# ---- block 1 ----
==> src/rtl/vga_timing_ctrl.sv <==
`default_nettype none
// =============================================================================
// Module      : vga_timing_ctrl
// Description : VGA scan timing in the clk_in domain, driven by a pixel-enable
//               prescaler. Starts and stops only on frame boundaries.
// Revision    : 1.0 - initial release
// =============================================================================
module vga_timing_ctrl #(
    parameter int   PIX_DIV   = 4,
    parameter int   H_VISIBLE = 640,
    parameter int   H_FP      = 16,
    parameter int   H_SYNC    = 96,
    parameter int   H_BP      = 48,
    parameter int   V_VISIBLE = 480,
    parameter int   V_FP      = 10,
    parameter int   V_SYNC    = 2,
    parameter int   V_BP      = 33,
    parameter logic HS_POL    = 1'b0,
    parameter logic VS_POL    = 1'b0,
    parameter int   CNT_W     = 10
) (
    input  logic             clk_in,
    input  logic             rst,
    input  logic             en,
    output logic             running,
    output logic             pix_tick,
    output logic             hsync,
    output logic             vsync,
    output logic             video_on,
    output logic [CNT_W-1:0] pix_x,
    output logic [CNT_W-1:0] pix_y,
    output logic             line_start,
    output logic             frame_start
);

    localparam int c_H_TOTAL = H_VISIBLE + H_FP + H_SYNC + H_BP;
    localparam int c_V_TOTAL = V_VISIBLE + V_FP + V_SYNC + V_BP;
    localparam int c_PS_W    = (PIX_DIV > 1) ? $clog2(PIX_DIV) : 1;

    localparam logic [c_PS_W-1:0] c_PS_LAST = c_PS_W'(PIX_DIV - 1);
    localparam logic [CNT_W-1:0]  c_H_LAST  = CNT_W'(c_H_TOTAL - 1);
    localparam logic [CNT_W-1:0]  c_V_LAST  = CNT_W'(c_V_TOTAL - 1);
    localparam logic [CNT_W-1:0]  c_H_VIS   = CNT_W'(H_VISIBLE);
    localparam logic [CNT_W-1:0]  c_V_VIS   = CNT_W'(V_VISIBLE);
    localparam logic [CNT_W-1:0]  c_HS_BEG  = CNT_W'(H_VISIBLE + H_FP);
    localparam logic [CNT_W-1:0]  c_HS_END  = CNT_W'(H_VISIBLE + H_FP + H_SYNC);
    localparam logic [CNT_W-1:0]  c_VS_BEG  = CNT_W'(V_VISIBLE + V_FP);
    localparam logic [CNT_W-1:0]  c_VS_END  = CNT_W'(V_VISIBLE + V_FP + V_SYNC);

    typedef enum logic [1:0] {
        S_IDLE  = 2'd0,
        S_RUN   = 2'd1,
        S_DRAIN = 2'd2
    } state_t;

    state_t             r_state;
    state_t             w_state_nxt;
    logic [c_PS_W-1:0]  r_presc;
    logic [c_PS_W-1:0]  w_presc_nxt;
    logic [CNT_W-1:0]   r_h;
    logic [CNT_W-1:0]   r_v;
    logic [CNT_W-1:0]   w_h_nxt;
    logic [CNT_W-1:0]   w_v_nxt;
    logic               w_tick;
    logic               w_h_wrap;
    logic               w_f_wrap;
    logic               w_active_nxt;

    always_ff @(posedge clk_in or posedge rst) begin
        if (rst) begin
            r_state <= S_IDLE;
            r_presc <= '0;
            r_h     <= '0;
            r_v     <= '0;
        end else begin
            r_state <= w_state_nxt;
            r_presc <= w_presc_nxt;
            r_h     <= w_h_nxt;
            r_v     <= w_v_nxt;
        end
    end

    always_comb begin
        w_tick      = (r_state != S_IDLE) && (r_presc == c_PS_LAST);
        w_h_wrap    = w_tick && (r_h == c_H_LAST);
        w_f_wrap    = w_h_wrap && (r_v == c_V_LAST);
        w_state_nxt = r_state;
        w_presc_nxt = '0;
        w_h_nxt     = r_h;
        w_v_nxt     = r_v;

        case (r_state)
            S_IDLE:  if (en) w_state_nxt = S_RUN;
            S_RUN:   if (!en) w_state_nxt = S_DRAIN;
            S_DRAIN: begin
                if (en)            w_state_nxt = S_RUN;
                else if (w_f_wrap) w_state_nxt = S_IDLE;
            end
            default: w_state_nxt = S_IDLE;
        endcase

        if (r_state != S_IDLE && !w_tick)
            w_presc_nxt = r_presc + 1'b1;

        // The stopping wrap lands on (0,0), so IDLE always holds zeroed counters
        if (w_tick) begin
            if (w_h_wrap) begin
                w_h_nxt = '0;
                w_v_nxt = (r_v == c_V_LAST) ? '0 : r_v + 1'b1;
            end else begin
                w_h_nxt = r_h + 1'b1;
            end
        end

        w_active_nxt = (w_state_nxt != S_IDLE);
    end

    // Outputs decode the next counter values so they align with the counters
    always_ff @(posedge clk_in or posedge rst) begin
        if (rst) begin
            running     <= 1'b0;
            pix_tick    <= 1'b0;
            hsync       <= ~HS_POL;
            vsync       <= ~VS_POL;
            video_on    <= 1'b0;
            line_start  <= 1'b0;
            frame_start <= 1'b0;
        end else begin
            running     <= w_active_nxt;
            pix_tick    <= w_tick;
            hsync       <= (w_active_nxt && w_h_nxt >= c_HS_BEG && w_h_nxt < c_HS_END)
                           ? HS_POL : ~HS_POL;
            vsync       <= (w_active_nxt && w_v_nxt >= c_VS_BEG && w_v_nxt < c_VS_END)
                           ? VS_POL : ~VS_POL;
            video_on    <= w_active_nxt && (w_h_nxt < c_H_VIS) && (w_v_nxt < c_V_VIS);
            line_start  <= w_active_nxt && w_h_wrap;
            frame_start <= w_active_nxt && ((r_state == S_IDLE) || w_f_wrap);
        end
    end

    assign pix_x = r_h;
    assign pix_y = r_v;

endmodule
`default_nettype wire

==> config.mk <==
export PLATFORM = sky130hd
export DESIGN_NAME = vga_timing_ctrl
export DESIGN_NICKNAME = d
export VERILOG_FILES = /design/src/rtl/vga_timing_ctrl.sv
export SDC_FILE = /design/constraint.sdc
export NUM_CORES = 1
export LEC_CHECK = 0
export CAP_MARGIN = 0
export CORE_UTILIZATION = 37
export DETAILED_ROUTE_END_ITERATION = 10
export SKIP_LAST_GASP = 1
export SYNTH_ARGS = -nofsm -noshare
export SYNTH_HDL_FRONTEND = slang
export SYNTH_SLANG_ARGS = --single-unit
==> constraint.sdc <==
create_clock -name clk_in -period 2.05 [get_ports clk_in]
set_clock_uncertainty 0.15 [all_clocks]
set_input_delay 0.205 -clock clk_in [delete_from_list [all_inputs] [get_ports clk_in]]
set_output_delay 0.205 -clock clk_in [all_outputs]
set_load 0.1 [all_outputs]
Figure 1. Metal 3 (block 1).
The bar under the picture is 20 µm long. Cells faint in the background.
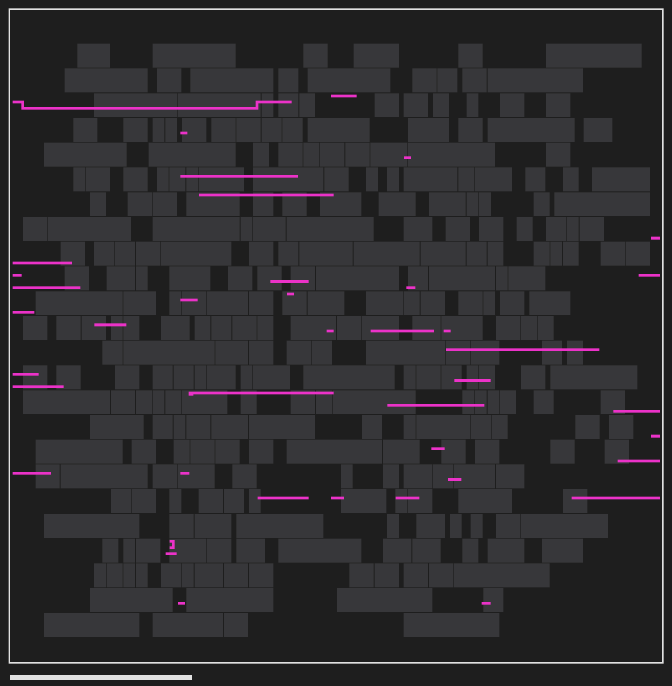
nets with wire on the layer	28
wire length on this layer	190 µm

==> flow_summary.yaml <==
# flow metrics
clock_tree:
  cts_tree: "done"
  post_cts_resized: 26
  h-tree-depth: 2
run:
  tool_warnings: 30
final_layout:
  largestClassByArea: "combinational gates"
  buf_share_pct: 27.1
  layoutNonFillerInstCount: 342
  nClkBuffers: 7
  lay_top_count: "buf_4"
synth:
  ys_chip_area_mm2: 0.00180
  yosys.area.top_type: "dfrtp_1"
  ys_sh_simple_pct: 27.0
  synthArstFlopShare_pct: 100
  synth-edff-count: 0
  synth_area_per_cell_um2: 9.45
  synthTopCellsByArea: "dfrtp_1 (40%), nand2_1 (5.6%), o21ai_0 (4.2%), dfstp_2 (2.9%), a21oi_1 (2.8%)"
  synthCells: 190
drt:
  first_pass_iters: 4
  wl_met2_um: 3020
  wl_met3_um: 189
  drt-total-wl_um: 5830
  drt_iter0_drc: 98
placement:
  placed_cells: 318
  gp_congestion: 0.824
  pre_cts_ws_ns: -0.119
  placedInstanceArea_mm2: 0.00253
setup_path:
  crit_family: "AND-OR/OR-AND gates"
  rrSetupSlack_ns: -0.11
  worst_setup_path_start_kind: "flip-flop"
status:
  status: "finished, violations left"
  violations: "negative setup slack"
power:
  internal-power_mw: 1.11
  ir_worst_vdd_mv: 0.520
  combPwrFrac_pct: 32.6
  p_per_area_mw_per_mm2: 596
  pwr-share-seq_pct: 40.9
  p_clk_mw: 0.472
sta:
  layout_setup_ws_ns: -0.112
  fmax_ghz: 0.462
  min_period_ns: 2.16
  setup_viol: 4
  grt_setup_unrepaired: "true"
die:
  fp_util_pct: 39.9
  rows: 24
global_routing:
  busiest_layer: "met2"
  grt_max_degree: 32
  met3_usage_pct: 4.50
  grt_util_all_layers_pct: 24.4
  grt_pass1_wl_um: 9560
Figure 2. Clock distribution (block 1).
The bar under the picture is 20 µm long.
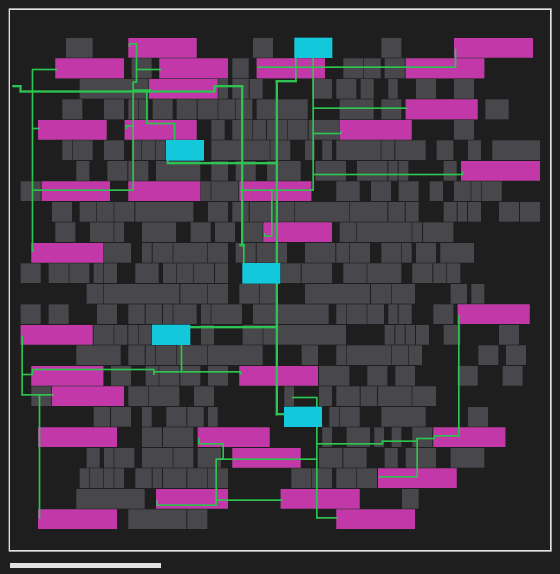
[cyan] cells driving clock nets | count: 5
[green] clock wires | length: 504 µm
[magenta] flip-flops | count: 31
routed clock nets	6
flops lie	all over the die


# ---- block 2 ----
Figure 3. Hierarchy map of the flops (block 2).
The bar under the picture is 20 µm long. Other sequential cells in the stronger gray, the rest of the logic in the fainter gray.
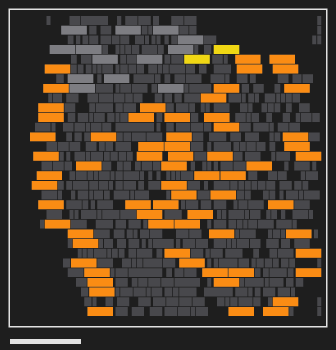
Figure 4. Routing congestion (block 2).
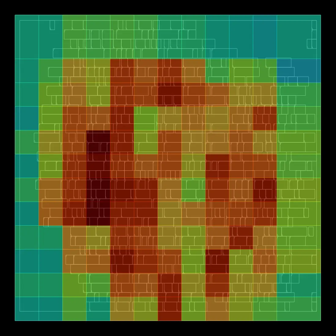
$ cat src/rtl/pll_clkdiv_pkg.sv
// Shared types and helpers for the PLL clock-divider bank.
package pll_clkdiv_pkg;

  typedef enum logic [1:0] {
    WAIT_LOCK = 2'd0,
    SETTLE    = 2'd1,
    RUN       = 2'd2,
    LOST      = 2'd3
  } state_e;

  localparam int LOL_CNT_W = 8;

  // Channel-select width; a single channel still needs one select bit.
  function automatic int ch_w(input int n);
    return (n > 1) ? $clog2(n) : 1;
  endfunction

endpackage

$ cat src/rtl/pll_clkdiv_sync2.sv
// Two-flop synchronizer for the asynchronous PLL lock flag, cleared to 0 on reset.
module pll_clkdiv_sync2 (
  input  logic clk,
  input  logic rst,
  input  logic i_d,
  output logic o_q
);

  logic r_meta;
  logic r_q;

  always_ff @(posedge clk) begin
    if (rst) begin
      r_meta <= 1'b0;
      r_q    <= 1'b0;
    end else begin
      r_meta <= i_d;
      r_q    <= r_meta;
    end
  end

  assign o_q = r_q;

endmodule

$ cat src/rtl/pll_clkdiv_bank.sv
// Lock-qualified clock-enable divider bank with glitch-free live reconfiguration.
// Optional loss-of-lock event counter built only when PLL_CLKDIV_LOL_COUNT_EN is defined.
//
// state     | meaning
// WAIT_LOCK | waiting for synchronized lock
// SETTLE    | counting consecutive locked cycles
// RUN       | lock stable, strobes active, ready high
// LOST      | one-cycle loss-of-lock marker
module pll_clkdiv_bank
  import pll_clkdiv_pkg::*;
#(
  parameter int NUM_CH      = 2,
  parameter int DIV_W       = 8,
  parameter int SETTLE_CYC  = 1024,
  parameter int DEFAULT_DIV = 5
) (
  input  logic                       clk,
  input  logic                       rst,
  input  logic                       pll_lock,
  input  logic                       cfg_we,
  input  logic [ch_w(NUM_CH)-1:0]    cfg_ch,
  input  logic [DIV_W-1:0]           cfg_div,
  input  logic [DIV_W-1:0]           cfg_phase,
  output logic [NUM_CH-1:0]          ce,
  output logic                       ready,
  output logic [LOL_CNT_W-1:0]       lol_cnt
);

  localparam int CH_W  = ch_w(NUM_CH);
  localparam int SET_W = (SETTLE_CYC > 1) ? $clog2(SETTLE_CYC) : 1;
  localparam logic [SET_W-1:0] SET_LOAD = SET_W'(SETTLE_CYC - 1);
  localparam logic [DIV_W-1:0] DEF_DIV  = DIV_W'(DEFAULT_DIV);
  localparam logic [DIV_W-1:0] DEF_LAST = (DEFAULT_DIV > 1) ? DIV_W'(DEFAULT_DIV - 1) : '0;

  logic             w_lock_s;
  state_e           r_state;
  logic [SET_W-1:0] r_settle_cnt;
  logic             r_ready;
  logic             w_run;
  logic             w_run_entry;

  pll_clkdiv_sync2 u_sync (
    .clk (clk),
    .rst (rst),
    .i_d (pll_lock),
    .o_q (w_lock_s)
  );

  always_ff @(posedge clk) begin
    if (rst) begin
      r_state      <= WAIT_LOCK;
      r_settle_cnt <= '0;
      r_ready      <= 1'b0;
    end else begin
      r_ready <= 1'b0;
      case (r_state)
        WAIT_LOCK: begin
          if (w_lock_s) begin
            r_state      <= SETTLE;
            r_settle_cnt <= SET_LOAD;
          end
        end
        SETTLE: begin
          if (!w_lock_s) begin
            r_state <= WAIT_LOCK;
          end else if (r_settle_cnt == '0) begin
            r_state <= RUN;
            r_ready <= 1'b1;
          end else begin
            r_settle_cnt <= r_settle_cnt - 1'b1;
          end
        end
        RUN: begin
          if (!w_lock_s) begin
            r_state <= LOST;
          end else begin
            r_ready <= 1'b1;
          end
        end
        LOST:    r_state <= WAIT_LOCK;
        default: r_state <= WAIT_LOCK;
      endcase
    end
  end

  assign ready       = r_ready;
  assign w_run       = (r_state == RUN);
  assign w_run_entry = (r_state == SETTLE) && w_lock_s && (r_settle_cnt == '0);

  for (genvar i = 0; i < NUM_CH; i++) begin : g_ch
    localparam logic [CH_W-1:0] IDX = CH_W'(i);

    logic [DIV_W-1:0] r_sh_div;
    logic [DIV_W-1:0] r_sh_phase;
    logic [DIV_W-1:0] r_last;
    logic [DIV_W-1:0] r_cnt;
    logic             r_pend;
    logic             w_wr;
    logic             w_tc;
    logic [DIV_W-1:0] w_new_div;
    logic [DIV_W-1:0] w_new_phase;
    logic [DIV_W-1:0] w_new_last;
    logic [DIV_W-1:0] w_new_start;

    // A write landing on the boundary cycle bypasses the shadow so it takes effect there.
    assign w_wr        = cfg_we && (cfg_ch == IDX);
    assign w_new_div   = w_wr ? cfg_div : r_sh_div;
    assign w_new_phase = w_wr ? cfg_phase : r_sh_phase;
    assign w_new_last  = (w_new_div == '0) ? '0 : w_new_div - 1'b1;
    assign w_new_start = (w_new_phase > w_new_last) ? w_new_last : w_new_phase;
    assign w_tc        = (r_cnt == r_last);

    always_ff @(posedge clk) begin
      if (rst) begin
        r_sh_div   <= DEF_DIV;
        r_sh_phase <= '0;
        r_last     <= DEF_LAST;
        r_cnt      <= '0;
        r_pend     <= 1'b0;
      end else begin
        if (w_wr) begin
          r_sh_div   <= cfg_div;
          r_sh_phase <= cfg_phase;
        end
        if (w_run_entry || (w_run && w_tc && (r_pend || w_wr))) begin
          r_last <= w_new_last;
          r_cnt  <= w_new_start;
          r_pend <= 1'b0;
        end else if (w_run) begin
          r_cnt  <= w_tc ? '0 : r_cnt + 1'b1;
          r_pend <= r_pend | w_wr;
        end else begin
          r_last <= w_new_last;
          r_cnt  <= '0;
          r_pend <= 1'b0;
        end
      end
    end

    assign ce[i] = w_run && w_tc;
  end

`ifdef PLL_CLKDIV_LOL_COUNT_EN
  logic [LOL_CNT_W-1:0] r_lol_cnt;

  always_ff @(posedge clk) begin
    if (rst) begin
      r_lol_cnt <= '0;
    end else if (w_run && !w_lock_s && (r_lol_cnt != '1)) begin
      r_lol_cnt <= r_lol_cnt + 1'b1;
    end
  end

  assign lol_cnt = r_lol_cnt;
`else
  assign lol_cnt = '0;
`endif

endmodule

$ cat config.mk
export PLATFORM = sky130hd
export DESIGN_NAME = pll_clkdiv_bank
export DESIGN_NICKNAME = d
export VERILOG_FILES = /design/src/rtl/pll_clkdiv_pkg.sv /design/src/rtl/pll_clkdiv_sync2.sv /design/src/rtl/pll_clkdiv_bank.sv
export SDC_FILE = /design/constraint.sdc
export NUM_CORES = 1
export LEC_CHECK = 0
export ABC_AREA = 0
export CORE_UTILIZATION = 64
export DETAILED_ROUTE_END_ITERATION = 6
export PLACE_DENSITY = 0.95
export SLEW_MARGIN = 10
export SYNTH_ARGS = -nofsm -noshare
export SYNTH_HDL_FRONTEND = slang
export SYNTH_SLANG_ARGS = --single-unit
$ cat constraint.sdc
create_clock -name clk -period 10 [get_ports clk]
set_input_delay 2 -clock clk [delete_from_list [all_inputs] [get_ports clk]]
set_output_delay 2 -clock clk [all_outputs]
set_load 0.05 [all_outputs]
==> flow_summary.yaml <==
# flow metrics
power:
  totalPowerFinal_mw: 0.802
  p_per_area_mw_per_mm2: 155
  p_clk_mw: 0.238
  internal-power_mw: 0.536
die:
  die_w_um: 88.6
  fp_util_pct: 66.2
  well_tap_count: 99
  rows: 31
clock_tree:
  cts_tree: "done"
  h-tree-depth: 3
  numCtsBuffers: 9
  clock_latency_ns: 0.35
synth:
  yosysTopAreaCellShare_pct: 33.8
  ys_sh_mux_pct: 10.8
  synth_seq_share_pct: 33.8
  logic_family: "simple AND/OR/NAND/NOR gates"
  synth-edff-count: 0
  yosysCellCount: 531
  synthFlopType: "dfxtp_1"
  xor_area_share_pct: 6.75
setup_path:
  slowest_stage: "clkdlybuf4s50_1"
  path_common_cell: "ha_1"
  path_max_fanout: 10
  reg2reg_from: "g_ch[1].r_sh_div[0]"
  crit_buf_inv: 2
  r2r-end: "g_ch[1].r_cnt[2]"
  required_ns: 10.27
  cpPeakStageDelay_ns: 0.76
drt:
  wl_per_cell_um: 17.7
  wl_met1_um: 4590
  wl_met2_um: 5510
final_layout:
  largestClassByArea: "combinational gates"
  final-clk-cell-share_pct: 3.61
  final_core_util_pct: 71.3
  sh_seq_area_pct: 31.4
  layoutNonFillerInstCount: 647
  antenna_cells: 0
  inverters: 32
global_routing:
  grt_max_degree: 81
  grtUsageMet1_pct: 34.6
  antenna_found_initial: 0
  overflow: 0
status:
  status: "finished, final reports clean"
sta:
  fin_skew_ns: 0.0150
placement:
  hpwl_um: 7850
  placedInstanceArea_mm2: 0.00498
## Picture notes: Figure 3
color	scope	placed flops
orange	g_ch	66
yellow	u_sync	2
not colored	13

## Picture notes: Figure 4
met3 Usage GRT: 5.22%
grt met2 use: 51.5%
Tot GR Track Use: 30.1%
Most Crowded Layer GR: met2



==> screenshots <==
Metal layers overlaid.
picture 1
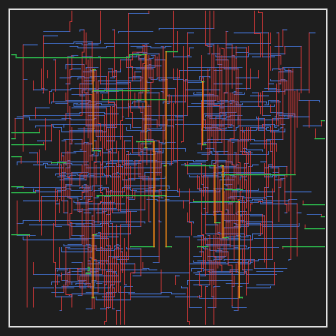
picture 2
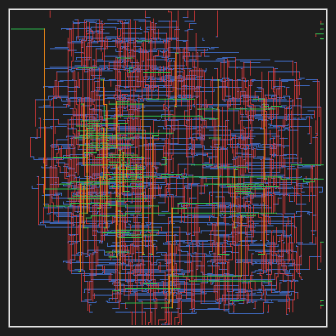
picture 1: block 1
picture 2: block 2

Key to picture 1:
color	layer	wire length
orange	met4	187 µm
red	met2	3020 µm
green	met3	190 µm
blue	met1	2440 µm

Power figures rest on the tool's default switching activity, not on a simulated workload.
